######## block 1 ########
Block 1, the metal 3 layer:
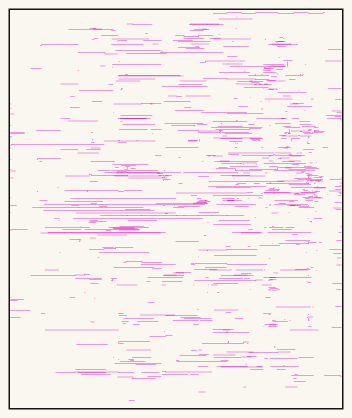

===== src/rtl/register_file_mp.sv =====
`default_nettype none
// +-----------------------------------------------------------------------------+
// | register_file_mp                                                            |
// | Multi-port register file with write bypass, zero register and scoreboard.  |
// | Revision: 1.0                                                               |
// +-----------------------------------------------------------------------------+
module register_file_mp #(
    parameter int DATA_WIDTH = 32,
    parameter int ADDR_WIDTH = 5,
    parameter int NUM_READ   = 2,
    parameter int ZERO_REG   = 1,
    parameter int BYPASS     = 1
) (
    input  logic                           clk,
    input  logic                           rst,
    input  logic                           read,
    input  logic [NUM_READ*ADDR_WIDTH-1:0] addr_r,
    output logic [NUM_READ*DATA_WIDTH-1:0] data_r,
    output logic [NUM_READ-1:0]            busy_r,
    output logic                           data_r_valid,
    input  logic                           write,
    input  logic [ADDR_WIDTH-1:0]          addr_w,
    input  logic [DATA_WIDTH-1:0]          data_w,
    input  logic                           reserve,
    input  logic [ADDR_WIDTH-1:0]          addr_rsv,
    output logic [ADDR_WIDTH:0]            pend_cnt
);

    localparam int DEPTH = 1 << ADDR_WIDTH;

    logic [DATA_WIDTH-1:0] regs [DEPTH];
    logic [DEPTH-1:0]      pending;
    logic [DEPTH-1:0]      pending_nxt;
    logic                  wr_en;
    logic                  rsv_en;
    logic                  cnt_inc;
    logic                  cnt_dec;
    logic [DATA_WIDTH-1:0] nxt_data [NUM_READ];
    logic [NUM_READ-1:0]   nxt_busy;

    assign wr_en  = write   && !((ZERO_REG != 0) && (addr_w   == '0));
    assign rsv_en = reserve && !((ZERO_REG != 0) && (addr_rsv == '0));

    // A reserve on the address being written wins, so no decrement then.
    assign cnt_inc = rsv_en && !pending[addr_rsv];
    assign cnt_dec = wr_en && pending[addr_w] && !(rsv_en && (addr_rsv == addr_w));

    always_comb begin
        pending_nxt = pending;
        if (wr_en) begin
            pending_nxt[addr_w] = 1'b0;
        end
        if (rsv_en) begin
            pending_nxt[addr_rsv] = 1'b1;
        end
    end

    for (genvar k = 0; k < NUM_READ; k++) begin : g_read
        logic [ADDR_WIDTH-1:0] ra;
        logic                  zero_hit;
        logic                  byp_hit;

        assign ra       = addr_r[k*ADDR_WIDTH +: ADDR_WIDTH];
        assign zero_hit = (ZERO_REG != 0) && (ra == '0);
        assign byp_hit  = (BYPASS != 0) && wr_en && (addr_w == ra);

        assign nxt_data[k] = zero_hit ? '0 : (byp_hit ? data_w : regs[ra]);
        assign nxt_busy[k] = zero_hit ? 1'b0 : (byp_hit ? 1'b0 : pending[ra]);
    end

    always_ff @(posedge clk or posedge rst) begin
        if (rst) begin
            for (int i = 0; i < DEPTH; i++) begin
                regs[i] <= '0;
            end
            pending      <= '0;
            pend_cnt     <= '0;
            data_r       <= '0;
            busy_r       <= '0;
            data_r_valid <= 1'b0;
        end else begin
            if (wr_en) begin
                regs[addr_w] <= data_w;
            end
            pending      <= pending_nxt;
            pend_cnt     <= pend_cnt + {{ADDR_WIDTH{1'b0}}, cnt_inc}
                                     - {{ADDR_WIDTH{1'b0}}, cnt_dec};
            data_r_valid <= read;
            if (read) begin
                for (int k = 0; k < NUM_READ; k++) begin
                    data_r[k*DATA_WIDTH +: DATA_WIDTH] <= nxt_data[k];
                end
                busy_r <= nxt_busy;
            end
        end
    end

endmodule
`default_nettype wire


===== config.mk =====
export PLATFORM = sky130hd
export DESIGN_NAME = register_file_mp
export DESIGN_NICKNAME = d
export VERILOG_FILES = /design/src/rtl/register_file_mp.sv
export SDC_FILE = /design/constraint.sdc
export NUM_CORES = 2
export LEC_CHECK = 0
export CAP_MARGIN = 15
export CORE_ASPECT_RATIO = 1.2
export CORE_UTILIZATION = 50
export DETAILED_ROUTE_END_ITERATION = 6
export HOLD_SLACK_MARGIN = 0.02
export PLACE_DENSITY = 0.64
export REMOVE_ABC_BUFFERS = 1
export SYNTH_ARGS = -nofsm -noshare
export SYNTH_HDL_FRONTEND = slang
export SYNTH_SLANG_ARGS = --single-unit

===== constraint.sdc =====
create_clock -name clk -period 87.4 [get_ports clk]
set_clock_uncertainty 0.1 [all_clocks]
set_input_delay 13.11 -clock clk [delete_from_list [all_inputs] [get_ports clk]]
set_output_delay 13.11 -clock clk [all_outputs]
set_load 0.02 [all_outputs]

######## block 2 ########
`config.mk`:
```
export PLATFORM = sky130hd
export DESIGN_NAME = mem_access_ctrl
export DESIGN_NICKNAME = d
export VERILOG_FILES = /design/src/rtl/mem_access_pkg.sv /design/src/rtl/mem_lane_align.sv /design/src/rtl/mem_access_ctrl.sv
export SDC_FILE = /design/constraint.sdc
export NUM_CORES = 1
export LEC_CHECK = 0
export CAP_MARGIN = 20
export CORE_MARGIN = 5
export CORE_UTILIZATION = 43
export CTS_CLUSTER_DIAMETER = 50
export DETAILED_ROUTE_END_ITERATION = 10
export GPL_TIMING_DRIVEN = 0
export PLACE_DENSITY = 0.77
export RECOVER_POWER = 50
export SLEW_MARGIN = 10
export SYNTH_ARGS = -nofsm -noshare
export SYNTH_HDL_FRONTEND = slang
export SYNTH_SLANG_ARGS = --single-unit
```
`constraint.sdc`:
```
create_clock -name clk -period 2.51 [get_ports clk]
set_input_delay 0.502 -clock clk [delete_from_list [all_inputs] [get_ports clk]]
set_output_delay 0.502 -clock clk [all_outputs]
set_load 0.01 [all_outputs]
```
`src/rtl/mem_access_pkg.sv`:
```
// Shared types and constants for the memory access controller.
package mem_access_pkg;

  // Controller sequencing states.
  typedef enum logic [1:0] {
    IDLE  = 2'd0,
    READ  = 2'd1,
    WRITE = 2'd2,
    RESP  = 2'd3
  } state_t;

  // Access size encodings on req_size. The value 3 is illegal.
  localparam logic [1:0] SZ_BYTE = 2'd0;
  localparam logic [1:0] SZ_HALF = 2'd1;
  localparam logic [1:0] SZ_WORD = 2'd2;

endpackage

```
`src/rtl/mem_lane_align.sv`:
```
// Little-endian lane handling: extracts and extends load data from a RAM
// word, and merges sub-word store data into an existing RAM word.
module mem_lane_align
  import mem_access_pkg::*;
(
  input  logic [31:0] word,       // word read from the RAM
  input  logic [1:0]  addr_lo,    // byte offset within the word
  input  logic [1:0]  size,       // SZ_BYTE / SZ_HALF / SZ_WORD
  input  logic        is_signed,  // sign-extend the load result
  input  logic [31:0] wdata,      // right-aligned store data
  output logic [31:0] load_data,  // extracted and extended load value
  output logic [31:0] store_data  // word with the store lane merged in
);

  logic [7:0]  byte_lane;
  logic [15:0] half_lane;

  // Select the addressed lanes; a half lane is chosen by addr_lo[1] only.
  assign byte_lane = word[{addr_lo, 3'b000} +: 8];
  assign half_lane = word[{addr_lo[1], 4'b0000} +: 16];

  // Load extract and extend.
  always_comb begin
    // NOTE: every always_comb output gets a default first so no path can infer a latch.
    load_data = word;
    case (size)
      SZ_BYTE: load_data = {{24{is_signed & byte_lane[7]}}, byte_lane};
      SZ_HALF: load_data = {{16{is_signed & half_lane[15]}}, half_lane};
      default: load_data = word;
    endcase
  end

  // Store merge: replace only the addressed lane of the old word.
  always_comb begin
    store_data = word;
    case (size)
      SZ_BYTE: store_data[{addr_lo, 3'b000} +: 8]     = wdata[7:0];
      SZ_HALF: store_data[{addr_lo[1], 4'b0000} +: 16] = wdata[15:0];
      default: store_data = wdata;
    endcase
  end

endmodule

```
`src/rtl/mem_access_ctrl.sv`:
```
// Initiator-side controller for a single-port word RAM. Accepts byte-addressed
// load/store requests, performs sub-word stores as read-modify-write, and
// returns extended load data or an error over a valid/ready response.
module mem_access_ctrl
  import mem_access_pkg::*;
#(
  parameter int unsigned DEPTH_WORDS   = 10001,
  parameter bit          PROTECT_WORD0 = 1'b1
) (
  input  logic        clk,
  input  logic        rst,
  input  logic        req_valid,
  output logic        req_ready,
  input  logic        req_we,
  input  logic [1:0]  req_size,
  input  logic        req_signed,
  input  logic [31:0] req_addr,
  input  logic [31:0] req_wdata,
  output logic        resp_valid,
  input  logic        resp_ready,
  output logic [31:0] resp_rdata,
  output logic        resp_err,
  output logic        mem_rena,
  output logic        mem_wena,
  output logic [31:0] mem_addr,
  output logic [31:0] mem_wdata,
  input  logic [31:0] mem_rdata
);

  state_t      state;
  logic        we_q;
  logic        signed_q;
  logic [1:0]  size_q;
  logic [1:0]  lo_q;
  logic [31:0] wdata_q;

  logic [29:0] word_idx;
  logic        misaligned;
  logic        out_of_range;
  logic        illegal_size;
  logic        protected_w;
  logic        req_err;
  logic [31:0] load_data;
  logic [31:0] store_data;

  // Request checks, evaluated on the incoming request in IDLE.
  assign word_idx     = req_addr[31:2];
  assign misaligned   = ((req_size == SZ_HALF) && req_addr[0]) ||
                        ((req_size == SZ_WORD) && (req_addr[1:0] != 2'b00));
  assign out_of_range = {2'b00, word_idx} >= DEPTH_WORDS;
  assign illegal_size = (req_size == 2'd3);
  assign protected_w  = PROTECT_WORD0 && req_we && (word_idx == 30'd0);
  assign req_err      = misaligned | out_of_range | illegal_size | protected_w;

  // Handshake and RAM strobes decode straight from the state.
  assign req_ready  = (state == IDLE);
  assign resp_valid = (state == RESP);
  assign mem_rena   = (state == READ);
  // Gated by rst so a reset landing on the write cycle cannot commit a partial RMW.
  assign mem_wena   = (state == WRITE) & ~rst;

  mem_lane_align u_align (
    .word       (mem_rdata),
    .addr_lo    (lo_q),
    .size       (size_q),
    .is_signed  (signed_q),
    .wdata      (wdata_q),
    .load_data  (load_data),
    .store_data (store_data)
  );

  // Request sequencing: latch and check, optional read, optional write, respond.
  always_ff @(posedge clk) begin
    // NOTE: sequential state uses non-blocking assignments so all registers update together.
    if (rst) begin
      state      <= IDLE;
      we_q       <= 1'b0;
      signed_q   <= 1'b0;
      size_q     <= SZ_BYTE;
      lo_q       <= 2'b00;
      wdata_q    <= '0;
      resp_err   <= 1'b0;
      resp_rdata <= '0;
      mem_addr   <= '0;
      mem_wdata  <= '0;
    end else begin
      case (state)
        IDLE: begin
          if (req_valid) begin
            we_q       <= req_we;
            signed_q   <= req_signed;
            size_q     <= req_size;
            lo_q       <= req_addr[1:0];
            wdata_q    <= req_wdata;
            resp_rdata <= '0;
            resp_err   <= req_err;
            if (req_err) begin
              state <= RESP;
            end else begin
              mem_addr <= {2'b00, word_idx};
              if (req_we && (req_size == SZ_WORD)) begin
                mem_wdata <= req_wdata;
                state     <= WRITE;
              end else begin
                state <= READ;
              end
            end
          end
        end
        READ: begin
          if (we_q) begin
            mem_wdata <= store_data;
            state     <= WRITE;
          end else begin
            resp_rdata <= load_data;
            state      <= RESP;
          end
        end
        WRITE: begin
          state <= RESP;
        end
        RESP: begin
          if (resp_ready) state <= IDLE;
        end
      endcase
    end
  end

endmodule

```
######## block 3 ########
## src/rtl/sc_pkg.sv

```systemverilog
// sc_pkg: state encoding, stream-length helper and address-width default shared by the
// stochastic-computing matrix-multiply controller.
package sc_pkg;
  localparam int ADDR_WIDTH_DEF = 10;
  typedef enum logic [2:0] {
    S_IDLE, S_FETCH_W, S_FETCH_I, S_LOAD, S_RUN, S_FLUSH, S_WRITE, S_DONE
  } state_t;
  function automatic int stream_len(input int bp, input int sc);
    return sc << bp;
  endfunction
endpackage

```

## src/rtl/sc_stream_counter.sv

```systemverilog
// sc_stream_counter: clearable up-counter flagging when it sits on a terminal value.
module sc_stream_counter #(
  parameter int W = 8
) (
  input  logic         clk,
  input  logic         rst_n,
  input  logic         clr_i,
  input  logic         en_i,
  input  logic [W-1:0] term_i,
  output logic         tc_o
);
  logic [W-1:0] cnt_q, cnt_d;
  always_comb cnt_d = clr_i ? '0 : en_i ? cnt_q + W'(1) : cnt_q;
  always_ff @(posedge clk or negedge rst_n)
    if (!rst_n) cnt_q <= '0;
    else cnt_q <= cnt_d;
  assign tc_o = cnt_q == term_i;
endmodule

```

## src/rtl/sc_mm_controller.sv

```systemverilog
// sc_mm_controller: job sequencer for the SC matrix-multiply datapath.
// Optional busy-cycle counter perf_cycles when SC_MM_CTRL_PERF_EN is defined.
module sc_mm_controller
  import sc_pkg::*;
#(
  parameter int BINARY_PRECISION  = 8,
  parameter int STOCHASTIC_CYCLES = 1,
  parameter int PIPE_DEPTH        = 2,
  parameter int ADDR_WIDTH        = ADDR_WIDTH_DEF,
  parameter int TILE_WIDTH        = 8
) (
  input  logic                  clk,
  input  logic                  rst,
  input  logic                  start,
  input  logic [TILE_WIDTH-1:0] num_tiles,
  output logic                  busy,
  output logic                  done,
  output logic [ADDR_WIDTH-1:0] weightAddr,
  output logic [ADDR_WIDTH-1:0] inputAddr,
  output logic                  sng_load,
  output logic                  sng_en,
  output logic                  conv_clr,
  output logic                  conv_en,
  output logic [ADDR_WIDTH-1:0] outAddr,
  output logic                  outputWrEn,
`ifdef SC_MM_CTRL_PERF_EN
  output logic [31:0]           perf_cycles,
`endif
  input  logic                  out_ack
);
  localparam int CW = BINARY_PRECISION + $clog2(STOCHASTIC_CYCLES) + 1;
  localparam logic [CW-1:0] RUN_LAST   = CW'(stream_len(BINARY_PRECISION, STOCHASTIC_CYCLES) - 1);
  localparam logic [CW-1:0] FLUSH_LAST = CW'(PIPE_DEPTH - 1);
  state_t state_q, state_d;
  logic [TILE_WIDTH-1:0] tile_q, tile_d, last_q, last_d;
  logic [ADDR_WIDTH-1:0] ia_q, ia_d, oa_q, oa_d;
  logic cnt_clr, tc;
  always_comb begin
    state_d = state_q;
    tile_d  = tile_q;
    last_d  = last_q;
    ia_d    = ia_q;
    oa_d    = oa_q;
    cnt_clr = 1'b0;
    case (state_q)
      S_IDLE: if (start) begin
        state_d = S_FETCH_W;
        tile_d  = '0;
        last_d  = num_tiles == '0 ? '0 : num_tiles - TILE_WIDTH'(1);
      end
      S_FETCH_W: begin
        state_d = S_FETCH_I;
        ia_d    = ADDR_WIDTH'(tile_q);
      end
      S_FETCH_I: state_d = S_LOAD;
      S_LOAD: begin
        state_d = S_RUN;
        cnt_clr = 1'b1;
      end
      S_RUN: if (tc) begin
        state_d = S_FLUSH;
        cnt_clr = 1'b1;
      end
      S_FLUSH: if (tc) begin
        state_d = S_WRITE;
        oa_d    = ADDR_WIDTH'(tile_q);
      end
      // Weights stay resident across tiles, so the next tile re-enters at FETCH_I.
      S_WRITE: if (out_ack) begin
        state_d = tile_q == last_q ? S_DONE : S_FETCH_I;
        tile_d  = tile_q == last_q ? tile_q : tile_q + TILE_WIDTH'(1);
        ia_d    = tile_q == last_q ? ia_q : ADDR_WIDTH'(tile_q + TILE_WIDTH'(1));
      end
      S_DONE: state_d = S_IDLE;
      default: state_d = S_IDLE;
    endcase
  end
  always_ff @(posedge clk or negedge rst)
    if (!rst) begin
      state_q <= S_IDLE;
      tile_q  <= '0;
      last_q  <= '0;
      ia_q    <= '0;
      oa_q    <= '0;
    end else begin
      state_q <= state_d;
      tile_q  <= tile_d;
      last_q  <= last_d;
      ia_q    <= ia_d;
      oa_q    <= oa_d;
    end
  sc_stream_counter #(.W(CW)) u_cnt (
    .clk   (clk),
    .rst_n (rst),
    .clr_i (cnt_clr),
    .en_i  (conv_en),
    .term_i(state_q == S_RUN ? RUN_LAST : FLUSH_LAST),
    .tc_o  (tc)
  );
  assign busy       = state_q != S_IDLE;
  assign done       = state_q == S_DONE;
  assign sng_load   = state_q == S_LOAD;
  assign conv_clr   = state_q == S_LOAD;
  assign sng_en     = state_q == S_RUN;
  assign conv_en    = state_q == S_RUN || state_q == S_FLUSH;
  assign outputWrEn = state_q == S_WRITE;
  assign weightAddr = '0;
  assign inputAddr  = ia_q;
  assign outAddr    = oa_q;
`ifdef SC_MM_CTRL_PERF_EN
  logic [31:0] perf_q, perf_d;
  always_comb
    perf_d = (state_q == S_IDLE && start) ? '0 : (busy && perf_q != '1) ? perf_q + 32'd1 : perf_q;
  always_ff @(posedge clk or negedge rst)
    if (!rst) perf_q <= '0;
    else perf_q <= perf_d;
  assign perf_cycles = perf_q;
`endif
endmodule

```

## config.mk

```make
export PLATFORM = sky130hd
export DESIGN_NAME = sc_mm_controller
export DESIGN_NICKNAME = d
export VERILOG_FILES = /design/src/rtl/sc_pkg.sv /design/src/rtl/sc_stream_counter.sv /design/src/rtl/sc_mm_controller.sv
export SDC_FILE = /design/constraint.sdc
export NUM_CORES = 1
export LEC_CHECK = 0
export CORE_ASPECT_RATIO = 0.5
export CORE_UTILIZATION = 46
export CTS_CLUSTER_SIZE = 25
export DETAILED_ROUTE_END_ITERATION = 10
export HOLD_SLACK_MARGIN = 0.03
export PLACE_DENSITY = 0.72
export SKIP_CTS_REPAIR_TIMING = 1
export SYNTH_ARGS = -nofsm -noshare
export SYNTH_HDL_FRONTEND = slang
export SYNTH_SLANG_ARGS = --single-unit
```

## constraint.sdc

```tcl
create_clock -name clk -period 2.75 [get_ports clk]
set_input_delay 0.275 -clock clk [delete_from_list [all_inputs] [get_ports clk]]
set_output_delay 0.275 -clock clk [all_outputs]
set_load 0.05 [all_outputs]
```

######## block 4 ########
<file path="src/rtl/bayer_mosaic_pkg.sv">
// ---------------------------------------------------------------------------
// mosaic_pkg : shared widths, colour and state encodings for bayer_mosaic
// Revision   : 1.0
// ---------------------------------------------------------------------------
`default_nettype none

package mosaic_pkg;
  localparam int ADDR_W = 19;
  localparam int PIX_W  = 8;
  localparam int DIM_W  = 11;
  localparam int PROD_W = 22;

  typedef enum logic [1:0] {CH_R, CH_G, CH_B} colour_t;
  typedef enum logic [1:0] {IDLE, RUN, FLUSH, DONE} state_t;
endpackage

`default_nettype wire

</file>
<file path="src/rtl/bayer_mosaic_if.sv">
// ---------------------------------------------------------------------------
// bayer_mosaic_if : control, channel-read and bayer-write bundle
// Optional MOSAIC_CHECKSUM_EN adds the checksum signal.  Revision: 1.0
// ---------------------------------------------------------------------------
`default_nettype none

interface bayer_mosaic_if;
  import mosaic_pkg::*;

  logic              in_en;
  logic [DIM_W-1:0]  height;
  logic [DIM_W-1:0]  width;
  logic              rd_r, rd_g, rd_b;
  logic [ADDR_W-1:0] addr_r, addr_g, addr_b;
  logic [PIX_W-1:0]  rdata_r, rdata_g, rdata_b;
  logic              wr_bayer;
  logic [ADDR_W-1:0] addr_bayer;
  logic [PIX_W-1:0]  wdata_bayer;
  logic              busy;
  logic              done;
`ifdef MOSAIC_CHECKSUM_EN
  logic [15:0]       checksum;
`endif

  modport master (
    output in_en, height, width, rdata_r, rdata_g, rdata_b,
    input
`ifdef MOSAIC_CHECKSUM_EN
          checksum,
`endif
          rd_r, rd_g, rd_b, addr_r, addr_g, addr_b,
          wr_bayer, addr_bayer, wdata_bayer, busy, done
  );

  modport slave (
    input  in_en, height, width, rdata_r, rdata_g, rdata_b,
    output
`ifdef MOSAIC_CHECKSUM_EN
           checksum,
`endif
           rd_r, rd_g, rd_b, addr_r, addr_g, addr_b,
           wr_bayer, addr_bayer, wdata_bayer, busy, done
  );
endinterface

`default_nettype wire

</file>
<file path="src/rtl/bayer_cfa_sel.sv">
// ---------------------------------------------------------------------------
// bayer_cfa_sel : RGGB colour filter lookup from row/column parity
// Revision      : 1.0
// ---------------------------------------------------------------------------
`default_nettype none

module bayer_cfa_sel
  import mosaic_pkg::*;
(
  input  logic    row_lsb,
  input  logic    col_lsb,
  output colour_t colour
);
  always_comb begin
    case ({row_lsb, col_lsb})
      2'b00:   colour = CH_R;
      2'b11:   colour = CH_B;
      default: colour = CH_G;
    endcase
  end
endmodule

`default_nettype wire

</file>
<file path="src/rtl/bayer_mosaic.sv">
// ---------------------------------------------------------------------------
// bayer_mosaic : raster-scans R/G/B planes and writes an RGGB mosaic frame
// Optional MOSAIC_CHECKSUM_EN adds a per-frame write checksum. Revision: 1.0
// ---------------------------------------------------------------------------
`default_nettype none

module bayer_mosaic
  import mosaic_pkg::*;
#(
  parameter int WIDTH    = 1024,
  parameter int HEIGHT   = 512,
  parameter int IMG_SIZE = WIDTH * HEIGHT
) (
  input  logic          clk,
  input  logic          reset,
  bayer_mosaic_if.slave bus
);
  localparam logic [31:0] MAX_W  = 32'(WIDTH);
  localparam logic [31:0] MAX_H  = 32'(HEIGHT);
  localparam logic [31:0] MAX_SZ = 32'(IMG_SIZE);

  state_t            state_q, state_d;
  logic [DIM_W-1:0]  width_q, width_d, col_q, col_d;
  logic              row_odd_q, row_odd_d;
  logic [ADDR_W-1:0] idx_q, idx_d, last_q, last_d, waddr_q, waddr_d;
  logic [PIX_W-1:0]  wdata_q, wdata_d, rdata_sel;
  logic              wr_q, wr_d;
  logic              size_ok, running;
  logic [PROD_W-1:0] size_prod;
  colour_t           colour;

  bayer_cfa_sel u_cfa_sel (
    .row_lsb (row_odd_q),
    .col_lsb (col_q[0]),
    .colour  (colour)
  );

  assign size_prod = PROD_W'(bus.height) * PROD_W'(bus.width);
  assign size_ok   = (bus.height != '0) && (bus.width != '0)
                  && (32'(bus.width) <= MAX_W) && (32'(bus.height) <= MAX_H)
                  && (32'(size_prod) <= MAX_SZ);
  assign running   = (state_q == RUN);

  always_comb begin
    case (colour)
      CH_R:    rdata_sel = bus.rdata_r;
      CH_G:    rdata_sel = bus.rdata_g;
      default: rdata_sel = bus.rdata_b;
    endcase
  end

  // Only the channel being read drives a non-zero address.
  assign bus.rd_r   = running && (colour == CH_R);
  assign bus.rd_g   = running && (colour == CH_G);
  assign bus.rd_b   = running && (colour == CH_B);
  assign bus.addr_r = bus.rd_r ? idx_q : '0;
  assign bus.addr_g = bus.rd_g ? idx_q : '0;
  assign bus.addr_b = bus.rd_b ? idx_q : '0;

  assign bus.wr_bayer    = wr_q;
  assign bus.addr_bayer  = waddr_q;
  assign bus.wdata_bayer = wdata_q;
  assign bus.busy        = running || (state_q == FLUSH);
  assign bus.done        = (state_q == DONE);

  always_comb begin
    state_d   = state_q;
    width_d   = width_q;
    last_d    = last_q;
    col_d     = col_q;
    row_odd_d = row_odd_q;
    idx_d     = idx_q;
    wr_d      = 1'b0;
    waddr_d   = waddr_q;
    wdata_d   = wdata_q;
    case (state_q)
      IDLE, DONE: begin
        if (bus.in_en) begin
          if (size_ok) begin
            state_d   = RUN;
            width_d   = bus.width;
            last_d    = ADDR_W'(size_prod - PROD_W'(1));
            col_d     = '0;
            row_odd_d = 1'b0;
            idx_d     = '0;
          end else begin
            state_d = DONE;
          end
        end
      end
      RUN: begin
        wr_d    = 1'b1;
        waddr_d = idx_q;
        wdata_d = rdata_sel;
        if (idx_q == last_q) begin
          state_d = FLUSH;
        end else begin
          idx_d = idx_q + ADDR_W'(1);
          if (col_q == width_q - DIM_W'(1)) begin
            col_d     = '0;
            row_odd_d = ~row_odd_q;
          end else begin
            col_d = col_q + DIM_W'(1);
          end
        end
      end
      FLUSH:   state_d = DONE;
      default: state_d = IDLE;
    endcase
  end

  always_ff @(posedge clk or posedge reset) begin
    if (reset) begin
      state_q   <= IDLE;
      width_q   <= '0;
      last_q    <= '0;
      col_q     <= '0;
      row_odd_q <= 1'b0;
      idx_q     <= '0;
      wr_q      <= 1'b0;
      waddr_q   <= '0;
      wdata_q   <= '0;
    end else begin
      state_q   <= state_d;
      width_q   <= width_d;
      last_q    <= last_d;
      col_q     <= col_d;
      row_odd_q <= row_odd_d;
      idx_q     <= idx_d;
      wr_q      <= wr_d;
      waddr_q   <= waddr_d;
      wdata_q   <= wdata_d;
    end
  end

`ifdef MOSAIC_CHECKSUM_EN
  logic [15:0] csum_q, csum_d;

  // An accepted start never coincides with a pending write, so clear wins.
  always_comb begin
    csum_d = csum_q;
    if (bus.in_en && !bus.busy) begin
      csum_d = '0;
    end else if (wr_q) begin
      csum_d = csum_q + 16'(wdata_q);
    end
  end

  always_ff @(posedge clk or posedge reset) begin
    if (reset) begin
      csum_q <= '0;
    end else begin
      csum_q <= csum_d;
    end
  end

  assign bus.checksum = csum_q;
`endif
endmodule

`default_nettype wire
</file>
<file path="src/flat_wrapper.sv">
// flat-port wrapper written by rule: the top's interface ports become plain ports
module bayer_mosaic_flat import mosaic_pkg::*;
#(
  parameter int WIDTH    = 1024,
  parameter int HEIGHT   = 512,
  parameter int IMG_SIZE = WIDTH * HEIGHT
)
  (clk, reset, bus_in_en, bus_height, bus_width, bus_rdata_r, bus_rdata_g, bus_rdata_b, bus_rd_r, bus_rd_g, bus_rd_b, bus_addr_r, bus_addr_g, bus_addr_b, bus_wr_bayer, bus_addr_bayer, bus_wdata_bayer, bus_busy, bus_done);
  bayer_mosaic_if bus_i ();
  input  logic clk;
  input  logic reset;
  input wire logic [$bits(bus_i.in_en)-1:0] bus_in_en;
  input wire logic [$bits(bus_i.height)-1:0] bus_height;
  input wire logic [$bits(bus_i.width)-1:0] bus_width;
  input wire logic [$bits(bus_i.rdata_r)-1:0] bus_rdata_r;
  input wire logic [$bits(bus_i.rdata_g)-1:0] bus_rdata_g;
  input wire logic [$bits(bus_i.rdata_b)-1:0] bus_rdata_b;
  output wire logic [$bits(bus_i.rd_r)-1:0] bus_rd_r;
  output wire logic [$bits(bus_i.rd_g)-1:0] bus_rd_g;
  output wire logic [$bits(bus_i.rd_b)-1:0] bus_rd_b;
  output wire logic [$bits(bus_i.addr_r)-1:0] bus_addr_r;
  output wire logic [$bits(bus_i.addr_g)-1:0] bus_addr_g;
  output wire logic [$bits(bus_i.addr_b)-1:0] bus_addr_b;
  output wire logic [$bits(bus_i.wr_bayer)-1:0] bus_wr_bayer;
  output wire logic [$bits(bus_i.addr_bayer)-1:0] bus_addr_bayer;
  output wire logic [$bits(bus_i.wdata_bayer)-1:0] bus_wdata_bayer;
  output wire logic [$bits(bus_i.busy)-1:0] bus_busy;
  output wire logic [$bits(bus_i.done)-1:0] bus_done;
  assign bus_i.in_en = bus_in_en;
  assign bus_i.height = bus_height;
  assign bus_i.width = bus_width;
  assign bus_i.rdata_r = bus_rdata_r;
  assign bus_i.rdata_g = bus_rdata_g;
  assign bus_i.rdata_b = bus_rdata_b;
  assign bus_rd_r = bus_i.rd_r;
  assign bus_rd_g = bus_i.rd_g;
  assign bus_rd_b = bus_i.rd_b;
  assign bus_addr_r = bus_i.addr_r;
  assign bus_addr_g = bus_i.addr_g;
  assign bus_addr_b = bus_i.addr_b;
  assign bus_wr_bayer = bus_i.wr_bayer;
  assign bus_addr_bayer = bus_i.addr_bayer;
  assign bus_wdata_bayer = bus_i.wdata_bayer;
  assign bus_busy = bus_i.busy;
  assign bus_done = bus_i.done;
  bayer_mosaic #(.WIDTH(WIDTH), .HEIGHT(HEIGHT), .IMG_SIZE(IMG_SIZE)) u_core (.clk(clk), .reset(reset), .bus(bus_i));
endmodule
</file>
<file path="config.mk">
export PLATFORM = sky130hd
export DESIGN_NAME = bayer_mosaic_flat
export DESIGN_NICKNAME = d
export VERILOG_FILES = /design/src/rtl/bayer_mosaic_pkg.sv /design/src/rtl/bayer_mosaic_if.sv /design/src/rtl/bayer_cfa_sel.sv /design/src/rtl/bayer_mosaic.sv /design/src/flat_wrapper.sv
export SDC_FILE = /design/constraint.sdc
export NUM_CORES = 1
export LEC_CHECK = 0
export CAP_MARGIN = 10
export CORE_ASPECT_RATIO = 0.6
export CORE_MARGIN = 4
export CORE_UTILIZATION = 50
export DETAILED_ROUTE_END_ITERATION = 16
export DONT_BUFFER_PORTS = 1
export PLACE_DENSITY = 0.7
export SETUP_SLACK_MARGIN = 0.2
export SKIP_CTS_REPAIR_TIMING = 1
export SYNTH_ARGS = -nofsm -noshare
export SYNTH_HDL_FRONTEND = slang
export SYNTH_SLANG_ARGS = --single-unit
</file>
<file path="constraint.sdc">
create_clock -name clk -period 5.25 [get_ports clk]
set_clock_uncertainty 0.2 [all_clocks]
set_input_delay 0.525 -clock clk [delete_from_list [all_inputs] [get_ports clk]]
set_output_delay 0.525 -clock clk [all_outputs]
set_load 0.01 [all_outputs]
</file>
Block 3, clock distribution:
The bar under the picture is 20 um long.
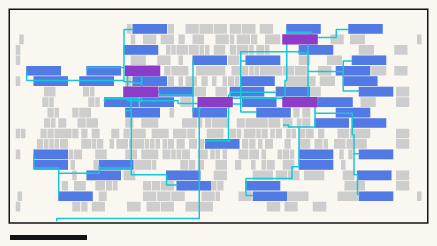
legend:
  cyan:
    item: clock wires
    length: 547 um
  purple:
    item: cells driving clock nets
    count: 5
  blue:
    item: flip-flops
    count: 45
flops lie: widely spread
routed clock nets: 6

==> results_slide.txt, block 3 <==
Key Metrics from the Run

Worst setup path
  – Crit-path cells: inv_1 -> ha_1 -> o21ai_2 -> inv_1 -> clkdlybuf4s50_1
  – Reg2Reg Setup Slack: slightly below 0.5 ns
  – Req. time, crit path: roughly 2.5 ns
  – CP max-delay cell: clkdlybuf4s50_1
  – Crit. Startpoint: state_q[1]
  – RR Endpoint: inputAddr[5]
  – Most common cell on crit path: inv_1
  – Buffers & Inverters on Critical Path: 3
  – Worst-case reg-to-reg path depth: 8

Global route
  – Initial antenna violation count: 0
  – Grt peak-use layer: met2
  – Vias in the first global route: ~1900
  – Met2 Resource Use GR: 31.1%
  – Grt met1 use: a little over a quarter
  – Grt met3 use: about 5.3%

STA
  – Post-route minimum period: 2.52 ns
  – Final setup fails: 0
  – Worst Tran Pin Value: 0.995 ns
  – Hold Vio Cnt, Final: 0
  – Setup ws final: 0.229 ns
  – Final Skew: 0.00745 ns

Power
  – Switching Share: 41.7%
  – Psw: roughly 1100 uW
  – Reg power frac: about a third
  – Combinational Power: ~1100 uW
  – PD cells: 842 nW/um^2

Synthesis
  – Cell count in the Yosys report: 262
  – Chip Area, Yosys: 2610 um^2
  – Cell variety after synth: 46
  – Cell with the most instances after synthesis: dfrtp_1
  – Mux share: under 10%
  – Comb area leader: simple AND/OR/NAND/NOR gates
  – Top_reg_cell synth: dfrtp_1
  – Adders+Majority by Area: 3.84%
  – Biggest area cells: dfrtp_1 43%, o21ai_0 4.8%, mux2_2 4.8%
  – Basic Gates by Area: between 10% and 20%
  – Post-synth top area cell: dfrtp_1
  – Synth Instances: about 260
  – Top cells by count: 45 x dfrtp_1, 28 x nand2_1, 25 x o21ai_0

Flow run
  – Max Cap Viol: 0
  – Tool Warnings: 29

Final layout
  – Leading cell kind: multi-input combinational cells
  – Layout cells sized above 1: 12.1%
  – Non-filler cells, final: 367
  – Layout Nets: 316
  – Non-clk bufs: 36
  – Clock buf/inv share: between 4 and 5%
  – Number of non-clock inverters: 13
  – Comb area share: 43.0%

Floorplanning
  – Core Area: a little over 5000 um^2
  – Row count: 18
  – Die W: ~110 um
  – Io pins: 49
  – Tap cells: 70

CTS
  – Reg clk slew, reported paths: 0.06 ns
  – Clock buffer count from CTS: 5
  – Clk latency of the worst-skew pair: ~0.29 ns
  – Clock Tree Root: clkbuf_16

Route
  – DR top layer: met4
  – Drt pass-1 iters: 5

Run status
  – Status: complete, no violations

Placement
  – Cell Area, Placed: 2940 um^2
  – Placer Congestion: between 0.8 and 0.9
  – Port bufs: 35
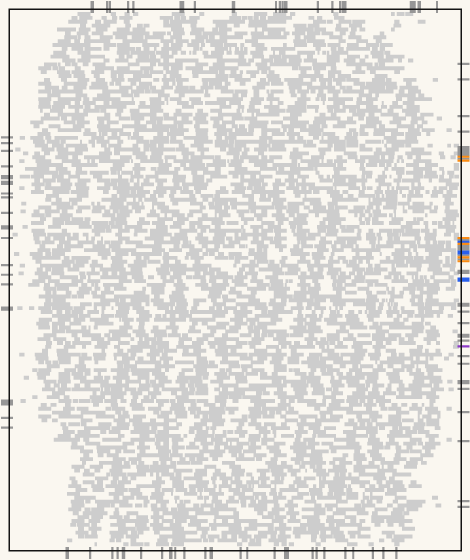
Block 1: pin map
Pins as bars across the die edge, other pins in gray.
legend:
  purple:
    port: rst
    pins: 1
    direction: input
    edge: east
  orange:
    port: pend_cnt
    pins: 6
    direction: output
    edge: east
  blue:
    port: addr_rsv
    pins: 5
    direction: input
    edge: east

Notes on 'the metal 3 layer' of block 1 above:
wire length on this layer: 10700 um
share of all routed wire: 6.2%
main direction: horizontal
nets with wire on the layer: 316
longest straight run: 153 um

==> results_slide.txt, block 1 <==
Key Metrics from the Run

Run status
  – Status: complete, no violations

Power
  – Top pwr grp: sequential cells

STA
  – Final hold slack: between 0.2 and 0.3 ns
  – RSZ-0062 raised after global routing: false
  – Post-route setup TNS: 0 ns
  – Worst Tran Pin Value: 1.17 ns
  – Hold Vio Cnt, Final: 0

Placement
  – Final HPWL DP: 94900 um

Global route
  – Total grt overflow: 0
  – Total Routing Usage GR: 29.5%

Worst setup path
  – Critical path depth: 8
  – Crit. Startpoint: addr_r[5]

Floorplanning
  – Fp util: 50.4%

Final layout
  – Reg area: ~28000 um^2
  – Layout Nets: 3802

Route
  – Metal3 WL: between 10000 and 15000 um

CTS
  – Reg clk slew, reported paths: 0.06 ns
  – Hold buffers post-CTS: 0

Synthesis
  – Adders+Majority by Area: 0.160%
  – Yosys reg bits: 1129
  – Post-synth top area cell: dfrtp_1
  – Synth Instances: 3830

Worst hold path
  – Worst hold path startpoint: regs[1017]
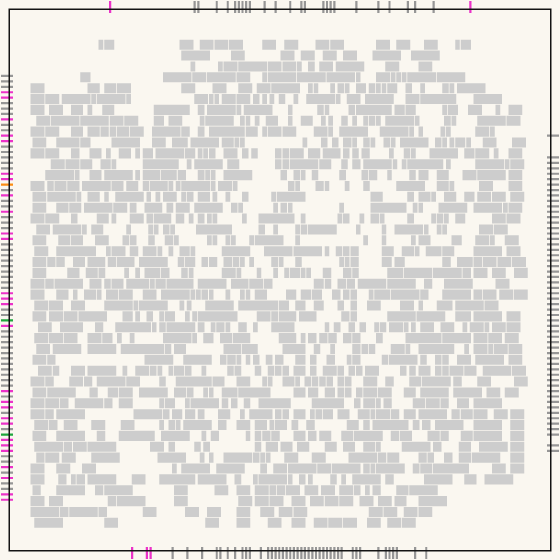
Block 2: pin map
Pins as bars across the die edge, other pins in gray.
legend:
  orange:
    port: rst
    pins: 1
    direction: input
    edge: west
  green:
    port: req_size
    pins: 2
    direction: input
    edge: west
  magenta:
    port: mem_addr
    pins: 32
    direction: output
    edge: 27 west, 3 south, 2 north

Block 2, cell density map:
The die is cut into 14 by 14 equal tiles; white is low, dark blue is high, 0 to 100% covered.
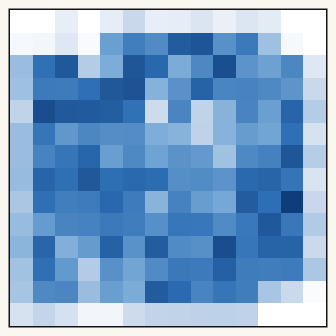
densest ninth of the die: west
nearly empty tiles: 4.6%
tiles over 75% full: 18%
mean over tiles: 52%

==> results_slide.txt, block 2 <==
Key Metrics from the Run

Run status
  – Status: complete, no violations

Placement
  – Placer Congestion: about 0.97
  – Final HPWL DP: 19500 um
  – Port bufs: 201

Worst setup path
  – CP Max Fanout: 10
  – Critical path depth: 8
  – WP data arrival: 2.75 ns
  – CP peak stage delay: 0.57 ns
  – RR Endpoint: mem_wdata[13]
  – Crit path kind: in -> reg
  – Crit-path cells: clkdlybuf4s50_1 -> o41ai_2 -> a2111oi_4 -> nor3_4 -> buf_12 -> a21oi_4 -> buf_4 -> mux2_1
  – Critical Path Start Type: input pin
  – Crit. Startpoint: req_addr[6]
  – Reg2Reg Setup Slack: about 0.14 ns

Synthesis
  – Async set-reset flop share out of synthesis: 0%
  – Adders+Majority by Area: between 1.5 and 2%
  – Cell variety after synth: 59
  – Register area share after synthesis: about two fifths
  – Biggest area cells: dfxtp_1 40%, nand2_1 7.2%, a21oi_1 4.8%
  – Cell count in the Yosys report: 803
  – Cell Area, Synth: 6740 um^2
  – Basic Gates by Area: about a fifth
  – Cell with the most instances after synthesis: dfxtp_1
  – Synth Instances: 803

Route
  – Avg WL per Cell: 20.2 um
  – Met2 wire length: between 10000 and 15000 um
  – WL final: 25300 um

Floorplanning
  – Chip area: 18300 um^2
  – Fp util: about 44%
  – Core Area: 15300 um^2
  – Row count: about 45
  – Io pins: 205

Final layout
  – Final core utilization: between 60% and 70%
  – Comb gates: 567
  – Number of non-clock inverters: 32
  – Layout cells sized above 1: 10.0%
  – Clock buf/inv share: 5.70%
  – Reg area: 2700 um^2
  – Comb area share: 37.9%
  – Final instance area: 9780 um^2
  – Top cell excl fill/tap: dfxtp_1
  – Layout Nets: 1145
  – Flop share of the area: between 20% and 30%

CTS
  – Reg clk slew, reported paths: 0.06 ns
  – Clk latency of the worst-skew pair: 0.44 ns
  – Worst-case clock buffer depth: 2
  – Clock Tree Root: clkbuf_16
  – Clock buffer count from CTS: 17
  – CTS sink cnt: 135

Power
  – P_clk: 2380 uW
  – Psw: about 2800 uW
  – Clock power share: 31.6%
  – Internal: 4760 uW
  – Static Leakage: 0.00391 uW
  – Tot Pwr: 7530 uW

Worst hold path
  – Hold Path Class: reg -> reg
  – Worst hold path startpoint: resp_rdata[2]
  – Worst hold endpoint: resp_rdata[2]

Global route
  – Total Routing Usage GR: 27.4%
  – First-pass GRT wire length: 38600 um

STA
  – Final Skew: 0.00737 ns
  – Post-route minimum period: 2.43 ns
Block 4, cell density map:
The die is cut into 19 by 12 equal tiles; white is low, dark blue is high, 0 to 100% covered.
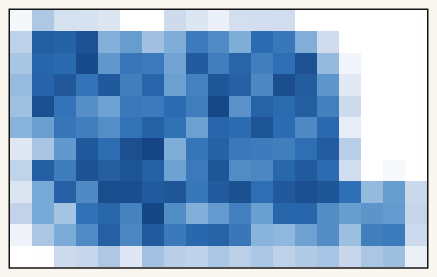
fullest tile: 92%
mean over tiles: 50%
emptiest ninth of the die: north-east
nearly empty tiles: 14%
densest ninth of the die: center

==> results_slide.txt, block 4 <==
Key Metrics from the Run

Worst setup path
  – WP data arrival: between 6 and 7 ns
  – Req. time, crit path: 5.27 ns
  – Crit path kind: in -> reg

STA
  – Final setup fails: 62
  – RSZ-0062 raised after global routing: true
  – Hold Vio Cnt, Final: 13
  – Final hold slack: -0.0218 ns
  – Setup ws final: -0.998 ns

Run status
  – Failing checks: negative hold slack, negative setup slack
  – Status: finished, violations left

CTS
  – H-tree Lvls: 3
  – Worst-case clock buffer depth: 2

Floorplanning
  – Tap cells: 266
  – Die W: about 190 um

Synthesis
  – Yosys aoi share: 13.5%
  – Cell count in the Yosys report: about 1100
  – Biggest area cells: dfrtp_1 23%, fa_1 16%, ha_1 8.8%
  – Top_reg_cell synth: dfrtp_1
  – Post-synth top area cell: dfrtp_1
  – Async set-reset flop share out of synthesis: 100%

Power
  – Top pwr grp: combinational logic

Route
  – Wl on met1: approximately 12000 um
  – WL final: 26500 um

Final layout
  – Clock buffers: 10

######## block 5 ########
Block 5, cell placement:
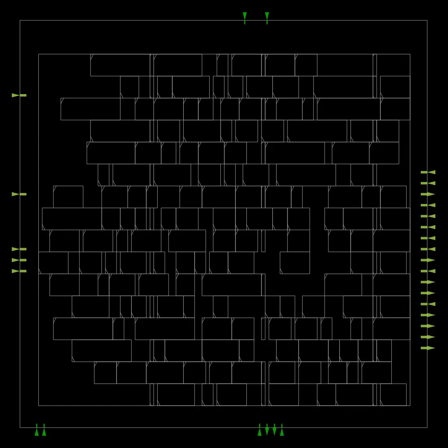
Block 5, the metal 3 layer:
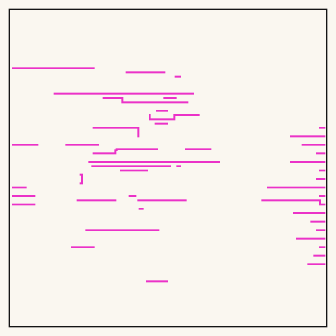
$ cat config.mk
export PLATFORM = sky130hd
export DESIGN_NAME = uc_seq_flat
export DESIGN_NICKNAME = d
export VERILOG_FILES = /design/src/rtl/uc_pkg.sv /design/src/rtl/uc_seq_if.sv /design/src/rtl/uc_decode.sv /design/src/rtl/uc_seq.sv /design/src/flat_wrapper.sv
export SDC_FILE = /design/constraint.sdc
export NUM_CORES = 1
export LEC_CHECK = 0
export ABC_AREA = 0
export CAP_MARGIN = 10
export CORE_MARGIN = 2
export CORE_UTILIZATION = 45
export DETAILED_ROUTE_END_ITERATION = 8
export PLACE_DENSITY = 0.78
export SLEW_MARGIN = 20
export SYNTH_ARGS = -nofsm -noshare
export SYNTH_HDL_FRONTEND = slang
export SYNTH_SLANG_ARGS = --single-unit
export TNS_END_PERCENT = 5
$ cat constraint.sdc
create_clock -name clk -period 2.8 [get_ports clk]
set_input_delay 0.56 -clock clk [delete_from_list [all_inputs] [get_ports clk]]
set_output_delay 0.56 -clock clk [all_outputs]
set_load 0.02 [all_outputs]
$ cat src/rtl/uc_pkg.sv
// Shared constants and types for the uc_seq sequencing control unit:
// opcode encodings, instruction-class masks and the FSM state type.
package uc_pkg;

    localparam int OPCODE_W = 6;
    localparam int IMM_W    = 10;
    localparam int ALU_W    = 3;

    // Any opcode with bit 5 clear is an ALU operation; bits [4:2] select the op.
    localparam logic [OPCODE_W-1:0] ALU_CLASS_MASK  = 6'b100000;
    localparam logic [OPCODE_W-1:0] ALU_CLASS_VAL   = 6'b000000;
    localparam logic [OPCODE_W-1:0] LOADI_MASK      = 6'b111100;

    localparam logic [OPCODE_W-1:0] OP_LOADI = 6'b100000;
    localparam logic [OPCODE_W-1:0] OP_JMP   = 6'b100100;
    localparam logic [OPCODE_W-1:0] OP_JZ    = 6'b100101;
    localparam logic [OPCODE_W-1:0] OP_JNZ   = 6'b100110;
    localparam logic [OPCODE_W-1:0] OP_NOP   = 6'b100111;
    localparam logic [OPCODE_W-1:0] OP_WAIT  = 6'b101000;
    localparam logic [OPCODE_W-1:0] OP_HALT  = 6'b111111;

    typedef enum logic [1:0] {
        ST_IDLE = 2'd0,
        ST_RUN  = 2'd1,
        ST_WAIT = 2'd2,
        ST_HALT = 2'd3
    } state_t;

    function automatic logic is_alu_op(input logic [OPCODE_W-1:0] op);
        return (op & ALU_CLASS_MASK) == ALU_CLASS_VAL;
    endfunction

    function automatic logic is_loadi_op(input logic [OPCODE_W-1:0] op);
        return (op & LOADI_MASK) == OP_LOADI;
    endfunction

endpackage

$ cat src/rtl/uc_seq_if.sv
// Control-unit boundary: instruction fields and flags from the datapath in,
// datapath control word and status out.
interface uc_seq_if;
    import uc_pkg::*;

    logic [OPCODE_W-1:0] opcode;
    logic [IMM_W-1:0]    imm;
    logic                z;
    logic                start;

    logic                s_inc;
    logic                s_inm;
    logic                we3;
    logic                wez;
    logic [ALU_W-1:0]    op_alu;
    logic                pc_en;
    logic                halted;
    logic                err;

    modport master (
        output opcode, imm, z, start,
        input  s_inc, s_inm, we3, wez, op_alu, pc_en, halted, err
    );

    modport slave (
        input  opcode, imm, z, start,
        output s_inc, s_inm, we3, wez, op_alu, pc_en, halted, err
    );

endinterface

$ cat src/rtl/uc_decode.sv
// Purely combinational opcode + zero-flag decode into the raw control word.
// State-dependent gating (pc_en, idle defaults) is applied by uc_seq.
module uc_decode
    import uc_pkg::*;
(
    input  logic [OPCODE_W-1:0] opcode,
    input  logic                z,
    output logic                s_inc,
    output logic                s_inm,
    output logic                we3,
    output logic                wez,
    output logic [ALU_W-1:0]    op_alu,
    output logic                is_wait,
    output logic                is_halt,
    output logic                illegal
);

    always_comb begin
        s_inc   = 1'b1;
        s_inm   = 1'b0;
        we3     = 1'b0;
        wez     = 1'b0;
        op_alu  = '0;
        is_wait = 1'b0;
        is_halt = 1'b0;
        illegal = 1'b0;

        if (is_alu_op(opcode)) begin
            op_alu = opcode[4:2];
            we3    = 1'b1;
            wez    = 1'b1;
        end else if (is_loadi_op(opcode)) begin
            s_inm = 1'b1;
            we3   = 1'b1;
        end else begin
            case (opcode)
                OP_JMP:  s_inc   = 1'b0;
                OP_JZ:   s_inc   = ~z;
                OP_JNZ:  s_inc   = z;
                OP_NOP:  s_inc   = 1'b1;
                OP_WAIT: is_wait = 1'b1;
                OP_HALT: is_halt = 1'b1;
                // Unknown opcodes fall through as NOP but are flagged.
                default: illegal = 1'b1;
            endcase
        end
    end

endmodule

$ cat src/rtl/uc_seq.sv
// Sequencing control unit: IDLE/RUN/WAIT/HALT FSM wrapped around uc_decode,
// producing a zero-latency control word plus the PC enable.
module uc_seq
    import uc_pkg::*;
#(
    parameter int WAIT_W     = 8,
    parameter bit AUTO_START = 1'b0
) (
    input  logic      clk,
    input  logic      reset,
    uc_seq_if.slave   bus
);

    localparam state_t RESET_STATE = AUTO_START ? ST_RUN : ST_IDLE;

    state_t            state_reg, state_next;
    logic [WAIT_W-1:0] cnt_reg, cnt_next;
    logic              err_reg, err_next;

    logic              dec_s_inc, dec_s_inm, dec_we3, dec_wez;
    logic [ALU_W-1:0]  dec_op_alu;
    logic              dec_is_wait, dec_is_halt, dec_illegal;

    logic [WAIT_W-1:0] wait_n;

    logic              s_inc, s_inm, we3, wez, pc_en;
    logic [ALU_W-1:0]  op_alu;

    assign wait_n = bus.imm[WAIT_W-1:0];

    uc_decode u_decode (
        .opcode  (bus.opcode),
        .z       (bus.z),
        .s_inc   (dec_s_inc),
        .s_inm   (dec_s_inm),
        .we3     (dec_we3),
        .wez     (dec_wez),
        .op_alu  (dec_op_alu),
        .is_wait (dec_is_wait),
        .is_halt (dec_is_halt),
        .illegal (dec_illegal)
    );

    always_comb begin
        s_inc      = 1'b1;
        s_inm      = 1'b0;
        we3        = 1'b0;
        wez        = 1'b0;
        op_alu     = '0;
        pc_en      = 1'b0;
        state_next = state_reg;
        cnt_next   = cnt_reg;
        err_next   = err_reg;

        case (state_reg)
            ST_IDLE: begin
                if (bus.start) state_next = ST_RUN;
            end
            ST_RUN: begin
                s_inc  = dec_s_inc;
                s_inm  = dec_s_inm;
                we3    = dec_we3;
                wez    = dec_wez;
                op_alu = dec_op_alu;
                pc_en  = 1'b1;
                if (dec_illegal) err_next = 1'b1;
                if (dec_is_halt) begin
                    pc_en      = 1'b0;
                    state_next = ST_HALT;
                end else if (dec_is_wait && (wait_n != '0)) begin
                    pc_en      = 1'b0;
                    cnt_next   = wait_n;
                    state_next = ST_WAIT;
                end
            end
            ST_WAIT: begin
                // The last counted cycle also retires the WAIT, giving n+1 total.
                if (cnt_reg <= WAIT_W'(1)) begin
                    pc_en      = 1'b1;
                    cnt_next   = '0;
                    state_next = ST_RUN;
                end else begin
                    cnt_next = cnt_reg - WAIT_W'(1);
                end
            end
            ST_HALT: begin
                if (bus.start) begin
                    pc_en      = 1'b1;
                    state_next = ST_RUN;
                end
            end
            default: state_next = RESET_STATE;
        endcase

        if (reset) begin
            s_inc  = 1'b1;
            s_inm  = 1'b0;
            we3    = 1'b0;
            wez    = 1'b0;
            op_alu = '0;
            pc_en  = 1'b0;
        end
    end

    always_ff @(posedge clk) begin
        if (reset) begin
            state_reg <= RESET_STATE;
            cnt_reg   <= '0;
            err_reg   <= 1'b0;
        end else begin
            state_reg <= state_next;
            cnt_reg   <= cnt_next;
            err_reg   <= err_next;
        end
    end

    assign bus.s_inc  = s_inc;
    assign bus.s_inm  = s_inm;
    assign bus.we3    = we3;
    assign bus.wez    = wez;
    assign bus.op_alu = op_alu;
    assign bus.pc_en  = pc_en;
    assign bus.halted = (state_reg == ST_HALT);
    assign bus.err    = err_reg;

endmodule

$ cat src/flat_wrapper.sv
// flat-port wrapper written by rule: the top's interface ports become plain ports
module uc_seq_flat import uc_pkg::*;
#(
    parameter int WAIT_W     = 8,
    parameter bit AUTO_START = 1'b0
)
  (clk, reset, bus_opcode, bus_imm, bus_z, bus_start, bus_s_inc, bus_s_inm, bus_we3, bus_wez, bus_op_alu, bus_pc_en, bus_halted, bus_err);
  uc_seq_if bus_i ();
  input  logic clk;
  input  logic reset;
  input wire logic [$bits(bus_i.opcode)-1:0] bus_opcode;
  input wire logic [$bits(bus_i.imm)-1:0] bus_imm;
  input wire logic [$bits(bus_i.z)-1:0] bus_z;
  input wire logic [$bits(bus_i.start)-1:0] bus_start;
  output wire logic [$bits(bus_i.s_inc)-1:0] bus_s_inc;
  output wire logic [$bits(bus_i.s_inm)-1:0] bus_s_inm;
  output wire logic [$bits(bus_i.we3)-1:0] bus_we3;
  output wire logic [$bits(bus_i.wez)-1:0] bus_wez;
  output wire logic [$bits(bus_i.op_alu)-1:0] bus_op_alu;
  output wire logic [$bits(bus_i.pc_en)-1:0] bus_pc_en;
  output wire logic [$bits(bus_i.halted)-1:0] bus_halted;
  output wire logic [$bits(bus_i.err)-1:0] bus_err;
  assign bus_i.opcode = bus_opcode;
  assign bus_i.imm = bus_imm;
  assign bus_i.z = bus_z;
  assign bus_i.start = bus_start;
  assign bus_s_inc = bus_i.s_inc;
  assign bus_s_inm = bus_i.s_inm;
  assign bus_we3 = bus_i.we3;
  assign bus_wez = bus_i.wez;
  assign bus_op_alu = bus_i.op_alu;
  assign bus_pc_en = bus_i.pc_en;
  assign bus_halted = bus_i.halted;
  assign bus_err = bus_i.err;
  uc_seq #(.WAIT_W(WAIT_W), .AUTO_START(AUTO_START)) u_core (.clk(clk), .reset(reset), .bus(bus_i));
endmodule
==> results_slide.txt <==
Key Metrics from the Run

Synthesis
  – Top cells by count: 11 x dfxtp_1, 9 x nand2_1, 8 x inv_1
  – Chip Area, Yosys: 970 um^2
  – Register area share after synthesis: 22.7%
  – Floorplan Nets: around 140
  – Cell variety after synth: 47
  – Cell count in the Yosys report: 112
  – Adders+Majority by Area: 7.74%
  – Mux share: 2.06%

Route
  – Drt pass-1 iters: 4
  – Via density: 6.01
  – Final antenna-violating net count: 0
  – Drt drc: 0
  – WL final: 2950 um
  – Met2 wire length: 1420 um

Worst setup path
  – Worst-case reg-to-reg path depth: 7
  – Buffers & Inverters on Critical Path: 3
  – Critical Path Start Type: input pin
  – CP Max Fanout: 3
  – Critical path depth: 6
  – WP data arrival: 2.17 ns
  – Top delay family on crit path: buffers and inverters

Global route
  – Vias in the first global route: 1082
  – Grt met1 use: between 30% and 40%
  – Initial antenna violation count: 0
  – Met2 Resource Use GR: 44.5%
  – Grt met3 use: about 4.5%

Final layout
  – Non-filler cells, final: 187
  – Layout Nets: ~190
  – Number of non-clock inverters: 8
  – Clock buf/inv share: roughly 1.8%
  – Clock buffers: 4
  – Final instance area: 1440 um^2

Power
  – Clock power share: 9.8%
  – Psw: approximately 560 uW

Flow run
  – Tool Warnings: 33

STA
  – Post-route setup TNS: 0 ns
  – Hold Vio Cnt, Final: 0
  – Final hold slack: ~0.49 ns

CTS
  – Worst-case clock buffer depth: 2
  – Post-CTS sizing: 9
  – Reg clk slew, reported paths: 0.07 ns

Floorplanning
  – Core Area: 2000 um^2

Worst hold path
  – Worst hold path startpoint: u_core.bus.err
  – Worst Hold Depth: 2

Run status
  – Status: complete, no violations
Notes on 'cell placement' of block 5 above:
tap cells: 27
fillers: 170
flop count: 11
flop share of the area: 15.3%

Notes on 'the metal 3 layer' of block 5 above:
nets with wire on the layer: 38
longest straight run: 22.1 um
wire length on this layer: 239 um



## Gallery

Cell density map.
picture 1
The die is cut into 32 by 38 equal tiles; white is low, dark blue is high, 0 to 100% covered.
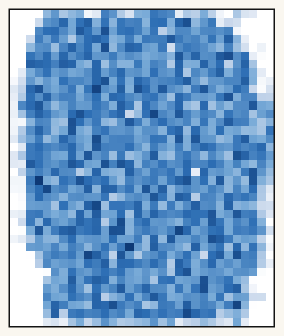
picture 2
The die is cut into 10 by 10 equal tiles; white is low, dark blue is high, 0 to 100% covered.
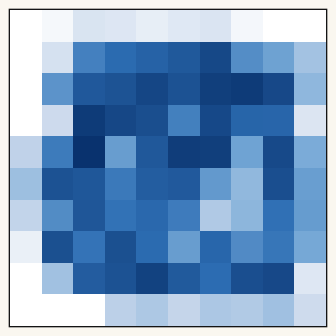
picture 3
The die is cut into 11 by 6 equal tiles; white is low, dark blue is high, 0 to 100% covered.
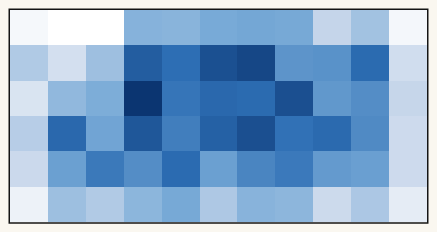
Picture 1 is block 1.
Picture 2 is block 5.
Picture 3 is block 3.
Of these, highest utilization: picture 2

Key to picture 1:
mean over tiles: 54%
nearly empty tiles: 8.5%
fullest tile: 96%
tiles over 75% full: 17%

Power figures rest on the tool's default switching activity, not on a simulated workload.
